==================== design 1
Fig. 1: design 1, I/O nets highlighted
Scale: 6 px per um.
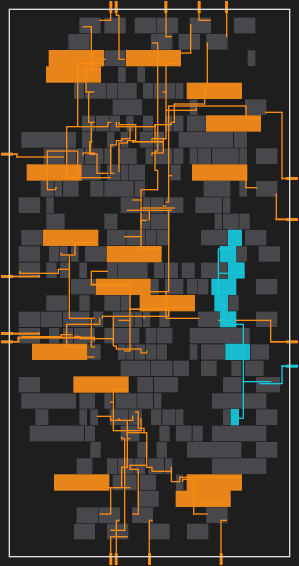
Fig. 2: design 1, placed standard cells
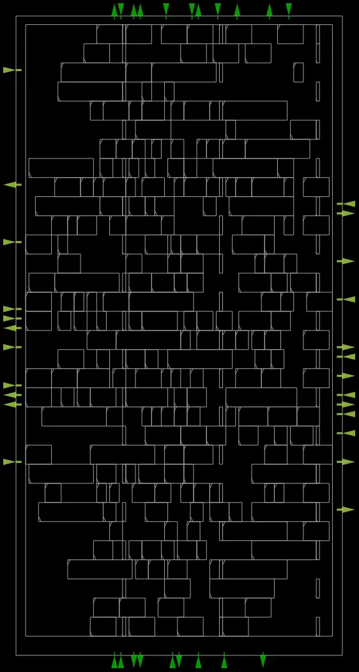
File: src/rtl/pc_sequencer_pkg.sv
// ---------------------------------------------------------------------------
// cpu16_pc_pkg
//
// Shared definitions for the cpu-16 program-counter sequencer: FSM state
// encodings (these values are visible on state_out, so they are fixed) and
// the default geometry used by the sequencer and its load interface.
// ---------------------------------------------------------------------------
package cpu16_pc_pkg;

    // Default program-counter width for the cpu-16 core.
    localparam int unsigned PC_WIDTH_DEF = 16;

    // PC value after reset.
    localparam logic [15:0] RESET_ADDR_DEF = 16'h0000;

    // Last legal address when address bounding is compiled in.
    localparam logic [15:0] END_ADDR_DEF = 16'hFFFF;

    // Sequencer states; the encoding is driven straight onto state_out.
    typedef enum logic [1:0] {
        ST_HALTED     = 2'b00,
        ST_RUNNING    = 2'b01,
        ST_STEP_ARMED = 2'b10,
        ST_LOADING    = 2'b11
    } pc_state_e;

endpackage : cpu16_pc_pkg

File: src/rtl/pc_sequencer_if.sv
// ---------------------------------------------------------------------------
// pc_sequencer_if
//
// Jump/load port of the program-counter sequencer (valid/ready handshake).
//   load_valid : jump request valid            (master -> slave)
//   load_addr  : jump target, PC_WIDTH bits    (master -> slave)
//   load_ready : jump accepted this cycle when high together with load_valid
//                                              (slave -> master)
// Modports: master = requester of the jump, slave = the sequencer.
// ---------------------------------------------------------------------------
interface pc_sequencer_if #(
    parameter int unsigned PC_WIDTH = cpu16_pc_pkg::PC_WIDTH_DEF
);

    logic                load_valid;
    logic [PC_WIDTH-1:0] load_addr;
    logic                load_ready;

    modport master (
        output load_valid,
        output load_addr,
        input  load_ready
    );

    modport slave (
        input  load_valid,
        input  load_addr,
        output load_ready
    );

endinterface : pc_sequencer_if

File: src/rtl/pc_sequencer_tick_edge_detect.sv
// ---------------------------------------------------------------------------
// tick_edge_detect
//
// Turns a slow clock that is already a register output in the clk domain
// into one single-cycle strobe per rising edge.  Falling edges produce
// nothing.  No synchronizer is needed because tick_in is generated in the
// same clock domain.  The strobe is registered, so it appears one clk after
// tick_in rises.
//
// Ports:
//   clk       : system clock
//   reset     : asynchronous, active-high reset
//   tick_in   : slow clock (divider output)
//   tick_rise : one-cycle strobe per rising edge of tick_in
// ---------------------------------------------------------------------------
module tick_edge_detect (
    input  logic clk,
    input  logic reset,
    input  logic tick_in,
    output logic tick_rise
);

    logic tick_d_r;
    logic tick_rise_r;

    // History register and registered rising-edge strobe.
    always_ff @(posedge clk or posedge reset) begin
        if (reset) begin
            tick_d_r    <= 1'b0;
            tick_rise_r <= 1'b0;
        end else begin
            tick_d_r    <= tick_in;
            tick_rise_r <= tick_in & ~tick_d_r;
        end
    end

    assign tick_rise = tick_rise_r;

endmodule : tick_edge_detect

File: src/rtl/pc_sequencer.sv
// ---------------------------------------------------------------------------
// pc_sequencer
//
// Program-counter sequencer for the cpu-16 core.  Uses the divided slow
// clock as a step enable: every rising edge of tick_in becomes a single
// advance strobe in the fast clk domain.  Supports free-run, halt,
// single-step and a valid/ready jump port.
//
// Ports:
//   clk       : system clock (same clock as the divider)
//   reset     : asynchronous, active-high reset
//   tick_in   : divided slow clock (register output in clk domain)
//   run       : level, 1 = advance on every slow-clock rising edge
//   step      : one-cycle pulse, arm exactly one advance on the next edge
//   halt      : one-cycle pulse, stop advancing (overrides run/step)
//   load_if   : jump port (slave modport: load_valid, load_addr, load_ready)
//   pc_out    : current program counter
//   pc_adv    : one-cycle pulse, high the cycle after pc_out changed by an
//               advance or a load
//   state_out : current FSM state (00 halted, 01 running, 10 step armed,
//               11 loading)
//   wrapped   : sticky, set when the PC wraps; cleared by a load or reset
//
// Compile-time option:
//   PC_BOUND_EN : when defined, an advance from pc_out >= END_ADDR yields
//                 RESET_ADDR and sets wrapped.  When undefined, END_ADDR is
//                 ignored and the PC wraps only at 2**PC_WIDTH.
//
// Same-cycle priority: load_valid > halt > step > run > slow-clock edge.
// A slow-clock edge that collides with a load or halt is dropped.
// ---------------------------------------------------------------------------
module pc_sequencer
    import cpu16_pc_pkg::*;
#(
    parameter int unsigned         PC_WIDTH   = PC_WIDTH_DEF,
    parameter logic [PC_WIDTH-1:0] RESET_ADDR = PC_WIDTH'(RESET_ADDR_DEF),
    parameter int unsigned         PC_INC     = 1,
    parameter logic [PC_WIDTH-1:0] END_ADDR   = PC_WIDTH'(END_ADDR_DEF)
) (
    input  logic                clk,
    input  logic                reset,
    input  logic                tick_in,
    input  logic                run,
    input  logic                step,
    input  logic                halt,
    pc_sequencer_if.slave       load_if,
    output logic [PC_WIDTH-1:0] pc_out,
    output logic                pc_adv,
    output logic [1:0]          state_out,
    output logic                wrapped
);

    // Increment widened by one bit so the carry out of the PC is visible.
    localparam logic [PC_WIDTH:0] INC_EXT = (PC_WIDTH + 1)'(PC_INC);

`ifdef PC_BOUND_EN
    localparam logic BOUND_EN = 1'b1;
`else
    localparam logic BOUND_EN = 1'b0;
`endif

    pc_state_e           state_r;
    logic [PC_WIDTH-1:0] pc_r;
    logic                wrapped_r;
    logic                load_ready_r;
    logic                adv_pend_r;    // PC changed on the previous edge
    logic                pc_adv_r;

    logic                tick_rise_s;
    logic [PC_WIDTH:0]   sum_s;
    logic [PC_WIDTH-1:0] adv_pc_s;
    logic                adv_wrap_s;

    tick_edge_detect u_tick_edge_detect (
        .clk       (clk),
        .reset     (reset),
        .tick_in   (tick_in),
        .tick_rise (tick_rise_s)
    );

    // Next PC for an advance, and whether that advance counts as a wrap.
    always_comb begin
        sum_s      = {1'b0, pc_r} + INC_EXT;
        adv_pc_s   = sum_s[PC_WIDTH-1:0];
        adv_wrap_s = sum_s[PC_WIDTH];
        // A PC loaded beyond the bound also wraps on its next advance.
        if (BOUND_EN && (pc_r >= END_ADDR)) begin
            adv_pc_s   = RESET_ADDR;
            adv_wrap_s = 1'b1;
        end else begin
            adv_pc_s   = sum_s[PC_WIDTH-1:0];
            adv_wrap_s = sum_s[PC_WIDTH];
        end
    end

    // Sequencer FSM with registered PC, handshake and status outputs.
    always_ff @(posedge clk or posedge reset) begin
        if (reset) begin
            state_r      <= ST_HALTED;
            pc_r         <= RESET_ADDR;
            wrapped_r    <= 1'b0;
            load_ready_r <= 1'b0;
            adv_pend_r   <= 1'b0;
            pc_adv_r     <= 1'b0;
        end else begin
            // pc_adv trails the PC update by one cycle.
            pc_adv_r     <= adv_pend_r;
            adv_pend_r   <= 1'b0;
            load_ready_r <= 1'b0;

            case (state_r)
                ST_LOADING: begin
                    // load_ready is high during this single cycle only.
                    if (load_if.load_valid) begin
                        pc_r       <= load_if.load_addr;
                        wrapped_r  <= 1'b0;
                        adv_pend_r <= 1'b1;
                    end else begin
                        pc_r <= pc_r;
                    end
                    state_r <= run ? ST_RUNNING : ST_HALTED;
                end

                ST_HALTED: begin
                    if (load_if.load_valid) begin
                        state_r      <= ST_LOADING;
                        load_ready_r <= 1'b1;
                    end else if (halt) begin
                        state_r <= ST_HALTED;
                    end else if (step) begin
                        state_r <= ST_STEP_ARMED;
                    end else if (run) begin
                        state_r <= ST_RUNNING;
                    end else begin
                        state_r <= ST_HALTED;
                    end
                end

                ST_RUNNING: begin
                    if (load_if.load_valid) begin
                        state_r      <= ST_LOADING;
                        load_ready_r <= 1'b1;
                    end else if (halt || !run) begin
                        state_r <= ST_HALTED;
                    end else if (tick_rise_s) begin
                        pc_r       <= adv_pc_s;
                        wrapped_r  <= wrapped_r | adv_wrap_s;
                        adv_pend_r <= 1'b1;
                        state_r    <= ST_RUNNING;
                    end else begin
                        state_r <= ST_RUNNING;
                    end
                end

                ST_STEP_ARMED: begin
                    // Extra step pulses while armed have no effect.
                    if (load_if.load_valid) begin
                        state_r      <= ST_LOADING;
                        load_ready_r <= 1'b1;
                    end else if (halt) begin
                        state_r <= ST_HALTED;
                    end else if (tick_rise_s) begin
                        pc_r       <= adv_pc_s;
                        wrapped_r  <= wrapped_r | adv_wrap_s;
                        adv_pend_r <= 1'b1;
                        state_r    <= ST_HALTED;
                    end else begin
                        state_r <= ST_STEP_ARMED;
                    end
                end

                default: begin
                    state_r <= ST_HALTED;
                end
            endcase
        end
    end

    assign pc_out             = pc_r;
    assign pc_adv             = pc_adv_r;
    assign state_out          = state_r;
    assign wrapped            = wrapped_r;
    assign load_if.load_ready = load_ready_r;

endmodule : pc_sequencer

File: src/flat_wrapper.sv
// flat-port wrapper written by rule: the top's interface ports become plain ports
module pc_sequencer_flat import cpu16_pc_pkg::*;
#(
    parameter int unsigned         PC_WIDTH   = PC_WIDTH_DEF,
    parameter logic [PC_WIDTH-1:0] RESET_ADDR = PC_WIDTH'(RESET_ADDR_DEF),
    parameter int unsigned         PC_INC     = 1,
    parameter logic [PC_WIDTH-1:0] END_ADDR   = PC_WIDTH'(END_ADDR_DEF)
)
  (clk, reset, tick_in, run, step, halt, pc_out, pc_adv, state_out, wrapped, load_if_load_valid, load_if_load_addr, load_if_load_ready);
  pc_sequencer_if #(.PC_WIDTH(PC_WIDTH)) load_if_i ();
  input  logic clk;
  input  logic reset;
  input  logic tick_in;
  input  logic run;
  input  logic step;
  input  logic halt;
  output logic [PC_WIDTH-1:0] pc_out;
  output logic pc_adv;
  output logic [1:0] state_out;
  output logic wrapped;
  input wire logic [$bits(load_if_i.load_valid)-1:0] load_if_load_valid;
  input wire logic [$bits(load_if_i.load_addr)-1:0] load_if_load_addr;
  output wire logic [$bits(load_if_i.load_ready)-1:0] load_if_load_ready;
  assign load_if_i.load_valid = load_if_load_valid;
  assign load_if_i.load_addr = load_if_load_addr;
  assign load_if_load_ready = load_if_i.load_ready;
  pc_sequencer #(.PC_WIDTH(PC_WIDTH), .RESET_ADDR(RESET_ADDR), .PC_INC(PC_INC), .END_ADDR(END_ADDR)) u_core (.clk(clk), .reset(reset), .tick_in(tick_in), .run(run), .step(step), .halt(halt), .load_if(load_if_i), .pc_out(pc_out), .pc_adv(pc_adv), .state_out(state_out), .wrapped(wrapped));
endmodule
File: config.mk
export PLATFORM = sky130hd
export DESIGN_NAME = pc_sequencer_flat
export DESIGN_NICKNAME = d
export VERILOG_FILES = /design/src/rtl/pc_sequencer_pkg.sv /design/src/rtl/pc_sequencer_if.sv /design/src/rtl/pc_sequencer_tick_edge_detect.sv /design/src/rtl/pc_sequencer.sv /design/src/flat_wrapper.sv
export SDC_FILE = /design/constraint.sdc
export NUM_CORES = 1
export LEC_CHECK = 0
export ABC_AREA = 0
export CORE_ASPECT_RATIO = 2
export CORE_UTILIZATION = 40
export DETAILED_ROUTE_END_ITERATION = 8
export GPL_TIMING_DRIVEN = 0
export HOLD_SLACK_MARGIN = 0.06
export PLACE_DENSITY = 0.69
export RECOVER_POWER = 100
export SLEW_MARGIN = 0
export SYNTH_ARGS = -nofsm -noshare
export SYNTH_HDL_FRONTEND = slang
export SYNTH_SLANG_ARGS = --single-unit
File: constraint.sdc
create_clock -name clk -period 2.2 [get_ports clk]
set_input_delay 0.66 -clock clk [delete_from_list [all_inputs] [get_ports clk]]
set_output_delay 0.66 -clock clk [all_outputs]
set_load 0.03 [all_outputs]
==> run notes <==
Results of the implementation run.

The number of non-clock buffers is 58. The library cell with the highest instance count after synthesis is sky130_fd_sc_hd__dfrtp_1. For the worst reg-to-reg path, the endpoint reported by OpenROAD is u_core.pc_out[8]. The number of logic gates is 136. 0 antenna diodes ended up in the layout. The launch point of the worst path is u_core.pc_out[8]. The hold path depth is 0. In this run the remaining antenna-violating nets after routing total 0. The core utilization at floorplan is 41.6%.

The net switching component of the power came out at 1.87 mW. The die covers 4230 um^2. The cell count after placement came out at 273. The worst-skew pair later-pin latency is 280 ps. The wire length reported by the detailed router is 4500 um. The run finished with clean final reports. The number of core rows came out at 32. Yosys shows that the main logic family after synthesis is AND-OR/OR-AND gates. The flip-flop count of the largest register, all copies and words added came out at 16. The count of warning messages emitted by the tools is 30. Traced cell by cell, the critical path runs through clkdlybuf4s50_1. The combinational cell area excluding buffers and inverters came out at 900 um^2.

The first global-routing pass estimated 7280 um of wire. The multi-input logic portion of the cell area is 41.5%. The STA report counts the stages on the worst setup path as 1. For this run the detailed placement stage logged an HPWL of 3250 um. Per the detailed placement report, the placed cell area equals 2070 um^2. The DRC violations left came out at 0.

The total routing usage reported by global routing is 23.5%. The number of buffers and inverters on the critical path came out at 1.
Notes on Fig. 1 above:
`pc_out`: in orange, direction output, edge 5 top, 4 left, 4 bottom, 3 right, end cells 16, buffers 16, wire 698 um. `load_if_load_valid`: in cyan, direction input, edge right, end cells 9, buffers 1, wire 56.8 um.

Notes on Fig. 2 above:
Well Taps: 51
register fraction of the total cell area: 27.7%
FILL cells: 366
non-filler instance count after layout: 281
number of sequential cells: 24


==================== design 2
### config.mk
export PLATFORM = sky130hd
export DESIGN_NAME = tt_um_hoene_manchester_rx
export DESIGN_NICKNAME = d
export VERILOG_FILES = /design/src/rtl/tt_um_hoene_manchester_pkg.sv /design/src/rtl/tt_um_hoene_manchester_sync.sv /design/src/rtl/tt_um_hoene_manchester_rx.sv
export SDC_FILE = /design/constraint.sdc
export NUM_CORES = 1
export LEC_CHECK = 0
export ABC_AREA = 0
export CELL_PAD_IN_SITES_DETAIL_PLACEMENT = 1
export CELL_PAD_IN_SITES_GLOBAL_PLACEMENT = 1
export CORE_ASPECT_RATIO = 0.5
export CORE_UTILIZATION = 39
export DETAILED_ROUTE_END_ITERATION = 8
export PLACE_DENSITY_LB_ADDON = 0.12
export RECOVER_POWER = 25
export SLEW_MARGIN = 20
export SYNTH_ARGS = -nofsm -noshare
export SYNTH_HDL_FRONTEND = slang
export SYNTH_SLANG_ARGS = --single-unit
### constraint.sdc
create_clock -name clk -period 2.09 [get_ports clk]
set_clock_uncertainty 0.05 [all_clocks]
set_input_delay 0.627 -clock clk [delete_from_list [all_inputs] [get_ports clk]]
set_output_delay 0.627 -clock clk [all_outputs]
set_load 0.02 [all_outputs]
### src/rtl/tt_um_hoene_manchester_pkg.sv
// Shared definitions for the Manchester receiver: receiver states,
// pulse-width thresholds derived from the bit-length reference, and
// the clamp bounds used when the reference adapts
// (MANCHESTER_RX_ADAPT_EN).
package tt_um_hoene_manchester_pkg;

    typedef enum logic {
        HUNT   = 1'b0,
        LOCKED = 1'b1
    } rx_state_e;

    // Thresholds use a wide fixed width so one helper serves any CNT_W.
    // Values never exceed CNT_W+1 bits for a CNT_W-bit reference.
    localparam int TH_W = 32;

    typedef struct packed {
        logic [TH_W-1:0] q1;   // shortest acceptable half-bit pulse
        logic [TH_W-1:0] q3;   // short/long boundary
        logic [TH_W-1:0] lng;  // first width beyond a long pulse
        logic [TH_W-1:0] tmo;  // silence that counts as loss of signal
    } thresh_t;

    function automatic thresh_t calc_thresh(input logic [TH_W-1:0] bl);
        thresh_t t;
        t.q1  = bl >> 2;
        t.q3  = (bl >> 1) + (bl >> 2);
        t.lng = bl + (bl >> 1);
        t.tmo = bl << 1;
        return t;
    endfunction

    function automatic int bl_clamp_lo(input int bit_length);
        return bit_length / 2;
    endfunction

    function automatic int bl_clamp_hi(input int bit_length);
        return 2 * bit_length;
    endfunction

endpackage

### src/rtl/tt_um_hoene_manchester_sync.sv
// Two-flop synchroniser for the asynchronous line, followed by a
// registered edge detector. prev_o is the line level before the edge.
module tt_um_hoene_manchester_sync (
    input  logic clk,
    input  logic rst_n,
    input  logic line_i,
    output logic edge_o,
    output logic prev_o
);

    logic s1_q, s2_q, dly_q, edge_q, prev_q;

    // Synchronise, keep a delayed copy and register the edge decision
    always_ff @(posedge clk or negedge rst_n) begin
        if (!rst_n) begin
            s1_q   <= 1'b0;
            s2_q   <= 1'b0;
            dly_q  <= 1'b0;
            edge_q <= 1'b0;
            prev_q <= 1'b0;
        end else begin
            s1_q   <= line_i;
            s2_q   <= s1_q;
            dly_q  <= s2_q;
            edge_q <= s2_q ^ dly_q;
            prev_q <= dly_q;
        end
    end

    assign edge_o = edge_q;
    assign prev_o = prev_q;

endmodule

### src/rtl/tt_um_hoene_manchester_rx.sv
// Manchester receiver top: classifies pulse widths against a bit-length
// reference, decodes bits, assembles DATA_W-bit words (MSB first) and
// hands them out over valid/ready. Reports lock, errors and overruns.
// Define MANCHESTER_RX_ADAPT_EN to let the reference track the bit rate.
module tt_um_hoene_manchester_rx #(
    parameter int BIT_LENGTH = 24,
    parameter int CNT_W      = 8,
    parameter int DATA_W     = 8
) (
    input  logic              clk,
    input  logic              rst_n,
    input  logic              in,
    input  logic              out_ready,
    output logic [DATA_W-1:0] out_word,
    output logic              out_valid,
    output logic              out_bit,
    output logic              out_bit_valid,
    output logic              out_locked,
    output logic              out_error,
    output logic              out_overrun,
    output logic [CNT_W-1:0]  out_pulsewidth
);

    import tt_um_hoene_manchester_pkg::*;

    localparam int BC_W = $clog2(DATA_W);

    logic              edge_w, prev_w;
    logic [CNT_W-1:0]  cnt_q, cnt_d, bl;
    logic              seen_q;
    rx_state_e         state_q;
    logic              middle_q;
    logic [BC_W-1:0]   bitcnt_q, bit_base, bit_next;
    logic [DATA_W-1:0] shift_q, word_new;
    logic [DATA_W-1:0] out_word_q;
    logic              out_valid_q, out_bit_q, out_bit_valid_q;
    logic              out_error_q, out_overrun_q;
    logic [CNT_W-1:0]  pulsewidth_q;

    thresh_t           th;
    logic [TH_W-1:0]   pw;
    logic              locked, is_long, is_short, emit, err, word_done;

    tt_um_hoene_manchester_sync u_sync (
        .clk    (clk),
        .rst_n  (rst_n),
        .line_i (in),
        .edge_o (edge_w),
        .prev_o (prev_w)
    );

`ifdef MANCHESTER_RX_ADAPT_EN
    localparam logic signed [CNT_W:0] BL_MIN = (CNT_W+1)'(bl_clamp_lo(BIT_LENGTH));
    localparam logic signed [CNT_W:0] BL_MAX = (CNT_W+1)'(bl_clamp_hi(BIT_LENGTH));

    logic [CNT_W-1:0]    bl_q, bl_d;
    logic signed [CNT_W:0] bl_diff, bl_sum;

    // Move the reference 1/8 of the way toward each accepted long pulse
    always_comb begin
        bl_diff = $signed({1'b0, cnt_q}) - $signed({1'b0, bl_q});
        bl_sum  = $signed({1'b0, bl_q}) + (bl_diff >>> 3);
        bl_d    = bl_q;
        if (is_long) begin
            if (bl_sum < BL_MIN)      bl_d = BL_MIN[CNT_W-1:0];
            else if (bl_sum > BL_MAX) bl_d = BL_MAX[CNT_W-1:0];
            else                      bl_d = bl_sum[CNT_W-1:0];
        end
    end

    // Bit-length reference register
    always_ff @(posedge clk or negedge rst_n) begin
        if (!rst_n) bl_q <= CNT_W'(BIT_LENGTH);
        else        bl_q <= bl_d;
    end

    assign bl = bl_q;
`else
    assign bl = CNT_W'(BIT_LENGTH);
`endif

    // Pulse classification and next-state helpers
    always_comb begin
        th       = calc_thresh(TH_W'(bl));
        pw       = TH_W'(cnt_q);
        locked   = (state_q == LOCKED);
        // The very first edge after reset only starts the measurement.
        is_long  = edge_w && seen_q && (pw >= th.q3) && (pw < th.lng);
        is_short = edge_w && seen_q && (pw >= th.q1) && (pw < th.q3);
        emit     = is_long || (is_short && locked && !middle_q);
        // Bad width at an edge, or silence reaching the timeout; after the
        // error the receiver is unlocked, so a long silence fires once.
        err      = locked && (edge_w ? !(is_long || is_short) : (pw >= th.tmo));
        // Acquiring lock restarts word alignment at the locking bit.
        bit_base  = locked ? bitcnt_q : '0;
        word_done = (bit_base == BC_W'(DATA_W - 1));
        bit_next  = word_done ? '0 : bit_base + BC_W'(1);
        word_new  = {shift_q[DATA_W-2:0], prev_w};
        if (edge_w)      cnt_d = CNT_W'(1);
        else if (&cnt_q) cnt_d = cnt_q;
        else             cnt_d = cnt_q + CNT_W'(1);
    end

    // Receiver FSM: lock tracking, half-bit phase, bit assembly, strobes
    always_ff @(posedge clk or negedge rst_n) begin
        if (!rst_n) begin
            cnt_q           <= '0;
            seen_q          <= 1'b0;
            state_q         <= HUNT;
            middle_q        <= 1'b0;
            bitcnt_q        <= '0;
            shift_q         <= '0;
            out_bit_q       <= 1'b0;
            out_bit_valid_q <= 1'b0;
            out_error_q     <= 1'b0;
            pulsewidth_q    <= CNT_W'(BIT_LENGTH);
        end else begin
            cnt_q           <= cnt_d;
            out_bit_valid_q <= 1'b0;
            out_error_q     <= 1'b0;
            if (edge_w) seen_q <= 1'b1;

            if (err) begin
                state_q     <= HUNT;
                middle_q    <= 1'b0;
                bitcnt_q    <= '0;
                out_error_q <= 1'b1;
            end else if (is_long) begin
                state_q      <= LOCKED;
                middle_q     <= 1'b1;
                pulsewidth_q <= cnt_q;
            end else if (is_short && locked) begin
                middle_q <= !middle_q;
            end

            if (emit) begin
                out_bit_q       <= prev_w;
                out_bit_valid_q <= 1'b1;
                shift_q         <= word_new;
                bitcnt_q        <= bit_next;
            end
        end
    end

    // Output word register and valid/ready handshake
    always_ff @(posedge clk or negedge rst_n) begin
        if (!rst_n) begin
            out_word_q    <= '0;
            out_valid_q   <= 1'b0;
            out_overrun_q <= 1'b0;
        end else begin
            out_overrun_q <= 1'b0;
            if (emit && word_done) begin
                if (!out_valid_q || out_ready) begin
                    out_word_q  <= word_new;
                    out_valid_q <= 1'b1;
                end else begin
                    // Pending word wins; the new one is lost.
                    out_overrun_q <= 1'b1;
                end
            end else if (out_valid_q && out_ready) begin
                out_valid_q <= 1'b0;
            end
        end
    end

    assign out_word       = out_word_q;
    assign out_valid      = out_valid_q;
    assign out_bit        = out_bit_q;
    assign out_bit_valid  = out_bit_valid_q;
    assign out_locked     = (state_q == LOCKED);
    assign out_error      = out_error_q;
    assign out_overrun    = out_overrun_q;
    assign out_pulsewidth = pulsewidth_q;

endmodule

Fig. 3: design 2, I/O nets highlighted
Scale: 4 px per um.
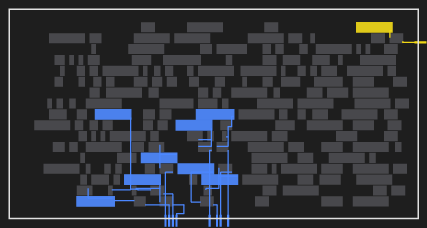
`out_overrun`: in yellow, direction output, edge right, end cells 1, buffers 1, wire 5.80 um. `out_pulsewidth`: in blue, direction output, edge bottom, end cells 8, buffers 8, wire 202 um.

Fig. 4: design 2, M1 wires
Scale: 8 px per um. Supply wires on this layer in grey.
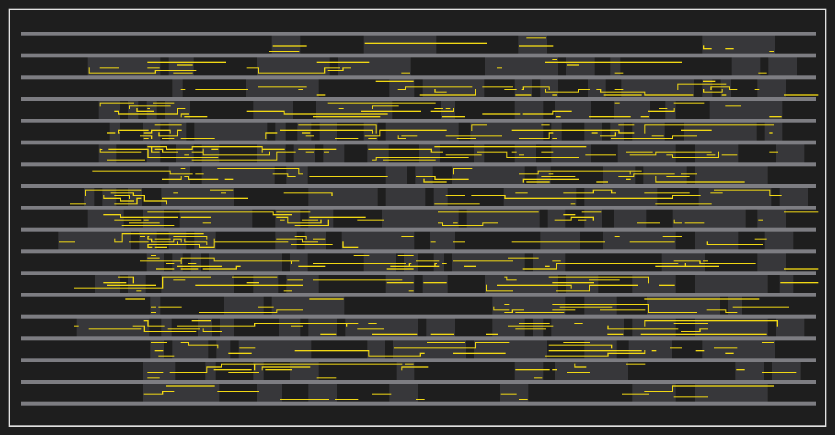
The longest straight run is 22.5 um. The layer holds 49% of the routed length. 172 nets have wire on it. The layer carries 1800 um of wire. The wires run mostly horizontal.
Via Count: 1186
Global Route met1 Usage: 21.3%
Total Routed Length: 3630 um

==> run notes <==
Results of the implementation run.

The flow ran to the end, and the final reports show no timing, DRC or antenna violations. The share of total power dissipated in sequential elements is 58.5%. The internal portion of the total power is 1.21 mW. Warnings raised by the tools during the run amount to 28.

The number of max-cap violations came out at 0. The class of the tightest hold or removal check is flop to flop. The shortest period the worst path allows came out at 2010 ps.

Per STA, the worst path is made up of clkdlybuf4s50_1. The iteration count recorded for the first detailed-route pass is 4. Of the total standard cell area in the layout, the sequential portion is 47.9%. The share of the yosys chip area belonging to registers came out at 59.3%. The count of different cell masters after synthesis came out at 33.

The detailed-route wire length on metal 1 is 1800 um. The commonest non-fill, non-tap cell in the layout is sky130_fd_sc_hd__dfrtp_1. The number of core rows is 17.

Counting cells, the worst reg-to-reg path comes to 6.

==================== design 3
Fig. 5: design 3, M1 wires
Scale: 3 px per um. Supply wires on this layer in grey.
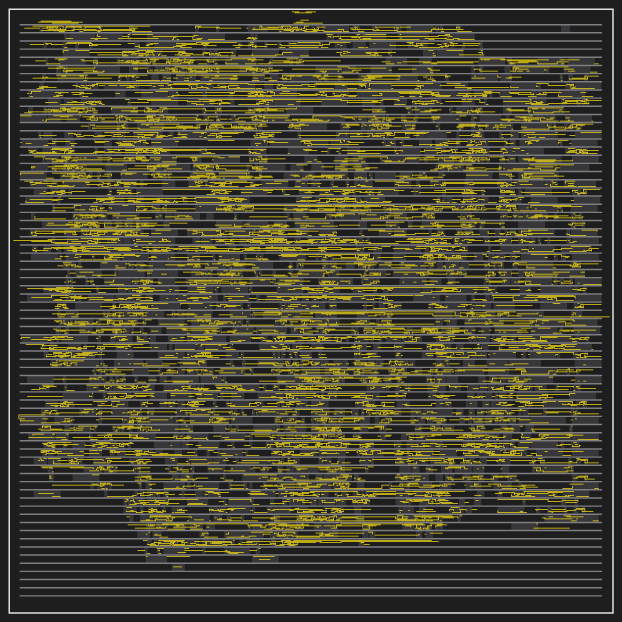
Fig. 6: design 3, placed standard cells
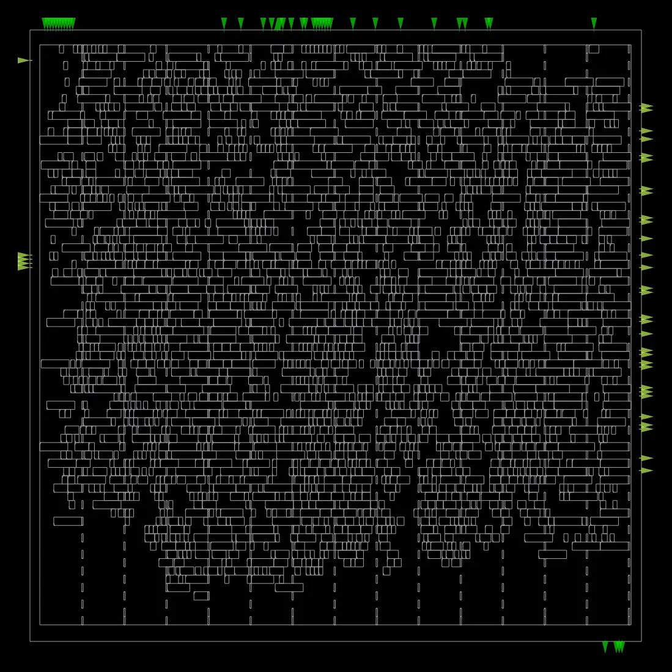
File: src/rtl/date_to_posix_time.sv
// date_to_posix_time: converts a local calendar date/time into UTC posix
// seconds. Days are accumulated iteratively, one year per cycle and then one
// month per cycle, so latency grows with the distance from 1970-01-01.
module date_to_posix_time #(
    parameter int GMT = 3
) (
    input  logic        clk_i,
    input  logic        rst_i,
    input  logic        start_i,
    input  logic [11:0] year_i,
    input  logic [3:0]  month_i,
    input  logic [4:0]  day_i,
    input  logic [4:0]  hour_i,
    input  logic [5:0]  min_i,
    input  logic [5:0]  sec_i,
    output logic [31:0] posix_time_o,
    output logic        posix_time_en_o,
    output logic        busy_o,
    output logic        err_o
);

    typedef enum logic [2:0] {
        IDLE, CHECK, YEARS, MONTHS, CALC, DONE
    } state_t;

    localparam logic [33:0] OFFSET = 34'(GMT * 3600);

    state_t      r_state, w_next;
    logic [11:0] r_year, r_cur_year;
    logic [3:0]  r_month, r_cur_mon;
    logic [4:0]  r_day, r_hour;
    logic [5:0]  r_min, r_sec;
    logic [15:0] r_acc;
    logic [31:0] r_result;
    logic        r_fail;

    logic        w_leap, w_cur_leap, w_ok;
    logic [33:0] w_days, w_local;

    function automatic logic [15:0] days_in_month(input logic [3:0] m, input logic leap);
        case (m)
            4'd1, 4'd3, 4'd5, 4'd7, 4'd8, 4'd10, 4'd12: days_in_month = 16'd31;
            4'd4, 4'd6, 4'd9, 4'd11:                    days_in_month = 16'd30;
            4'd2:    days_in_month = leap ? 16'd29 : 16'd28;
            default: days_in_month = 16'd0;
        endcase
    endfunction

    assign w_leap     = (r_year[1:0] == 2'b00);
    assign w_cur_leap = (r_cur_year[1:0] == 2'b00);

    // Range validation of the latched fields, evaluated in CHECK
    always_comb begin
        w_ok = 1'b1;
        if (r_year < 12'd1970 || r_year > 12'd2099) w_ok = 1'b0;
        if (r_month < 4'd1 || r_month > 4'd12)      w_ok = 1'b0;
        if (r_day == 5'd0 || 16'(r_day) > days_in_month(r_month, w_leap)) w_ok = 1'b0;
        if (r_hour > 5'd23) w_ok = 1'b0;
        if (r_min > 6'd59)  w_ok = 1'b0;
        if (r_sec > 6'd59)  w_ok = 1'b0;
    end

    assign w_days  = 34'(r_acc) + 34'(r_day) - 34'd1;
    assign w_local = w_days * 34'd86400 + 34'(r_hour) * 34'd3600
                   + 34'(r_min) * 34'd60 + 34'(r_sec);

    // State register
    always_ff @(posedge clk_i or posedge rst_i) begin
        if (rst_i) r_state <= IDLE;
        else       r_state <= w_next;
    end

    // Next-state logic
    always_comb begin
        w_next = r_state;
        case (r_state)
            IDLE:   if (start_i) w_next = CHECK;
            CHECK: begin
                if (!w_ok)                   w_next = DONE;
                else if (r_year != 12'd1970) w_next = YEARS;
                else if (r_month != 4'd1)    w_next = MONTHS;
                else                         w_next = CALC;
            end
            YEARS:  if (r_cur_year == r_year - 12'd1)
                        w_next = (r_month == 4'd1) ? CALC : MONTHS;
            MONTHS: if (r_cur_mon == r_month - 4'd1) w_next = CALC;
            CALC:   w_next = DONE;
            DONE:   w_next = IDLE;
            default: w_next = IDLE;
        endcase
    end

    assign busy_o = (r_state != IDLE);

    // Datapath: field latch, day accumulation, final arithmetic and strobes
    always_ff @(posedge clk_i or posedge rst_i) begin
        if (rst_i) begin
            r_year <= '0; r_month <= '0; r_day <= '0;
            r_hour <= '0; r_min <= '0; r_sec <= '0;
            r_cur_year <= '0; r_cur_mon <= '0;
            r_acc <= '0; r_result <= '0; r_fail <= 1'b0;
            posix_time_o <= '0; posix_time_en_o <= 1'b0; err_o <= 1'b0;
        end else begin
            posix_time_en_o <= 1'b0;
            err_o           <= 1'b0;
            case (r_state)
                IDLE: if (start_i) begin
                    r_year <= year_i; r_month <= month_i; r_day <= day_i;
                    r_hour <= hour_i; r_min <= min_i; r_sec <= sec_i;
                    r_acc <= '0; r_cur_year <= 12'd1970; r_cur_mon <= 4'd1;
                    r_fail <= 1'b0;
                end
                CHECK: r_fail <= !w_ok;
                YEARS: begin
                    r_acc      <= r_acc + (w_cur_leap ? 16'd366 : 16'd365);
                    r_cur_year <= r_cur_year + 12'd1;
                end
                MONTHS: begin
                    r_acc     <= r_acc + days_in_month(r_cur_mon, w_leap);
                    r_cur_mon <= r_cur_mon + 4'd1;
                end
                CALC: begin
                    if (w_local < OFFSET) r_fail <= 1'b1;
                    else                  r_result <= 32'(w_local - OFFSET);
                end
                DONE: begin
                    if (r_fail) err_o <= 1'b1;
                    else begin
                        posix_time_o    <= r_result;
                        posix_time_en_o <= 1'b1;
                    end
                end
                default: ;
            endcase
        end
    end

endmodule

File: config.mk
export PLATFORM = sky130hd
export DESIGN_NAME = date_to_posix_time
export DESIGN_NICKNAME = d
export VERILOG_FILES = /design/src/rtl/date_to_posix_time.sv
export SDC_FILE = /design/constraint.sdc
export NUM_CORES = 1
export LEC_CHECK = 0
export ABC_AREA = 1
export CAP_MARGIN = 30
export CORE_MARGIN = 3
export CORE_UTILIZATION = 40
export DETAILED_ROUTE_END_ITERATION = 7
export DONT_BUFFER_PORTS = 1
export PLACE_DENSITY = 0.54
export SYNTH_ARGS = -nofsm -noshare
export SYNTH_HDL_FRONTEND = slang
export SYNTH_SLANG_ARGS = --single-unit
File: constraint.sdc
create_clock -name clk_i -period 6.83 [get_ports clk_i]
set_input_delay 1.0245 -clock clk_i [delete_from_list [all_inputs] [get_ports clk_i]]
set_output_delay 1.0245 -clock clk_i [all_outputs]
set_load 0.005 [all_outputs]
==> run notes <==
Results of the implementation run.

The maximum number of pins on one net before global-route repair is 75. Leaving out fill and tap cells, the most frequent cell in the layout is sky130_fd_sc_hd__nand2_1. The max-slew violation count is 0.

The number of well-tap cells placed came out at 504. The post-CTS hold buffer count recorded in the log is 0. The layer flagged by global routing as most heavily used is met2. The share of the yosys chip area belonging to registers is 23.1%. The fraction of the mapped netlist area in compound gates came out at 8.75%. The global-route wire length before repair came out at 61500 um. The cell that appears most often on the critical path is sky130_fd_sc_hd__nand2_2. The area fraction in mux cells came out at 0.0660%. The count of input and output buffers came out at 0. Sorting the synthesized cells by how often they occur yields sky130_fd_sc_hd__nand2_1 (555), sky130_fd_sc_hd__inv_1 (425), sky130_fd_sc_hd__ha_1 (189), sky130_fd_sc_hd__dfrtp_1 (140), sky130_fd_sc_hd__nand3_1 (113). The Yosys chip area is 15200 um^2. The hold path depth came out at 2. The number of logic stages on the critical path including buffering came out at 43.

The worst reg-to-reg setup slack came out at 130 ps. The CTS buffer count came out at 17. Signal routing reaches up to met4.

A synthesized cell averages 7.19 um^2. The longest individual stage delay on the worst path is 500 ps. The hold slack is 488 ps. Looking at the max-slew report, the worst-margin pin has a slew of 919 ps. The worst relative slew slack is 38.8%.

For the worst min-delay path, the startpoint reported by OpenROAD is r_result[29]. The clock tree cell share of total cell area came out at 3.04%. The number of global-route vias before repair was 13000.

The xor/xnor share of the synthesized area came out at 6.22%. The number of antenna violations at the first check in global routing is 0. The placed standard-cell area came out at 16800 um^2.

The share of final layout cell area taken by non-clock buffers is 8.73%. The flow ran to the end, and the final reports show no timing, DRC or antenna violations.
## Picture notes: Fig. 5
2473 nets have wire on it. The layer holds 47% of the routed length. The wires run mostly horizontal. The longest straight run is 77.3 um.

## Picture notes: Fig. 6
non-filler instance count after layout: 2825
fraction of the core area covered by cells at the end of the flow: 53.4%
number of cell rows: 70
FILL cells: 3515



==> notes/layouts.md <==
Pictures saved along the way, in no particular order.

Drive-strength map.
Plate I
Scale: 4 px per um.
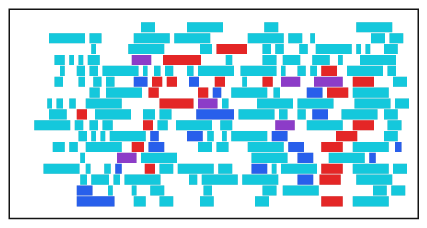
Plate II
Scale: 6 px per um.
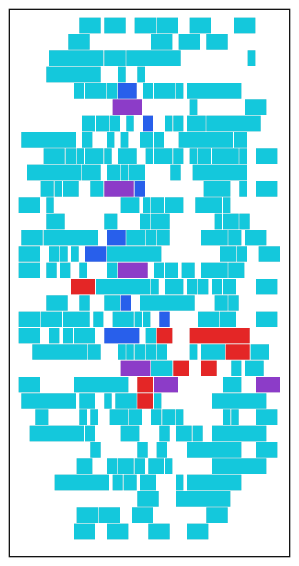
Plate III
Scale: 2 px per um.
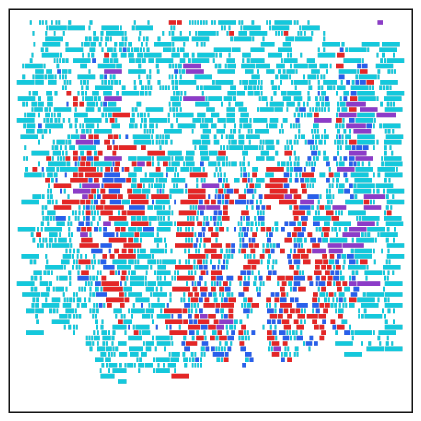
- Plate I = design 2
- Plate III = design 3
- Plate II = design 1
The one with the smallest die is Plate II.
The one with the largest die is Plate III.

No activity file was given, so power comes from the tool's default toggle rates.
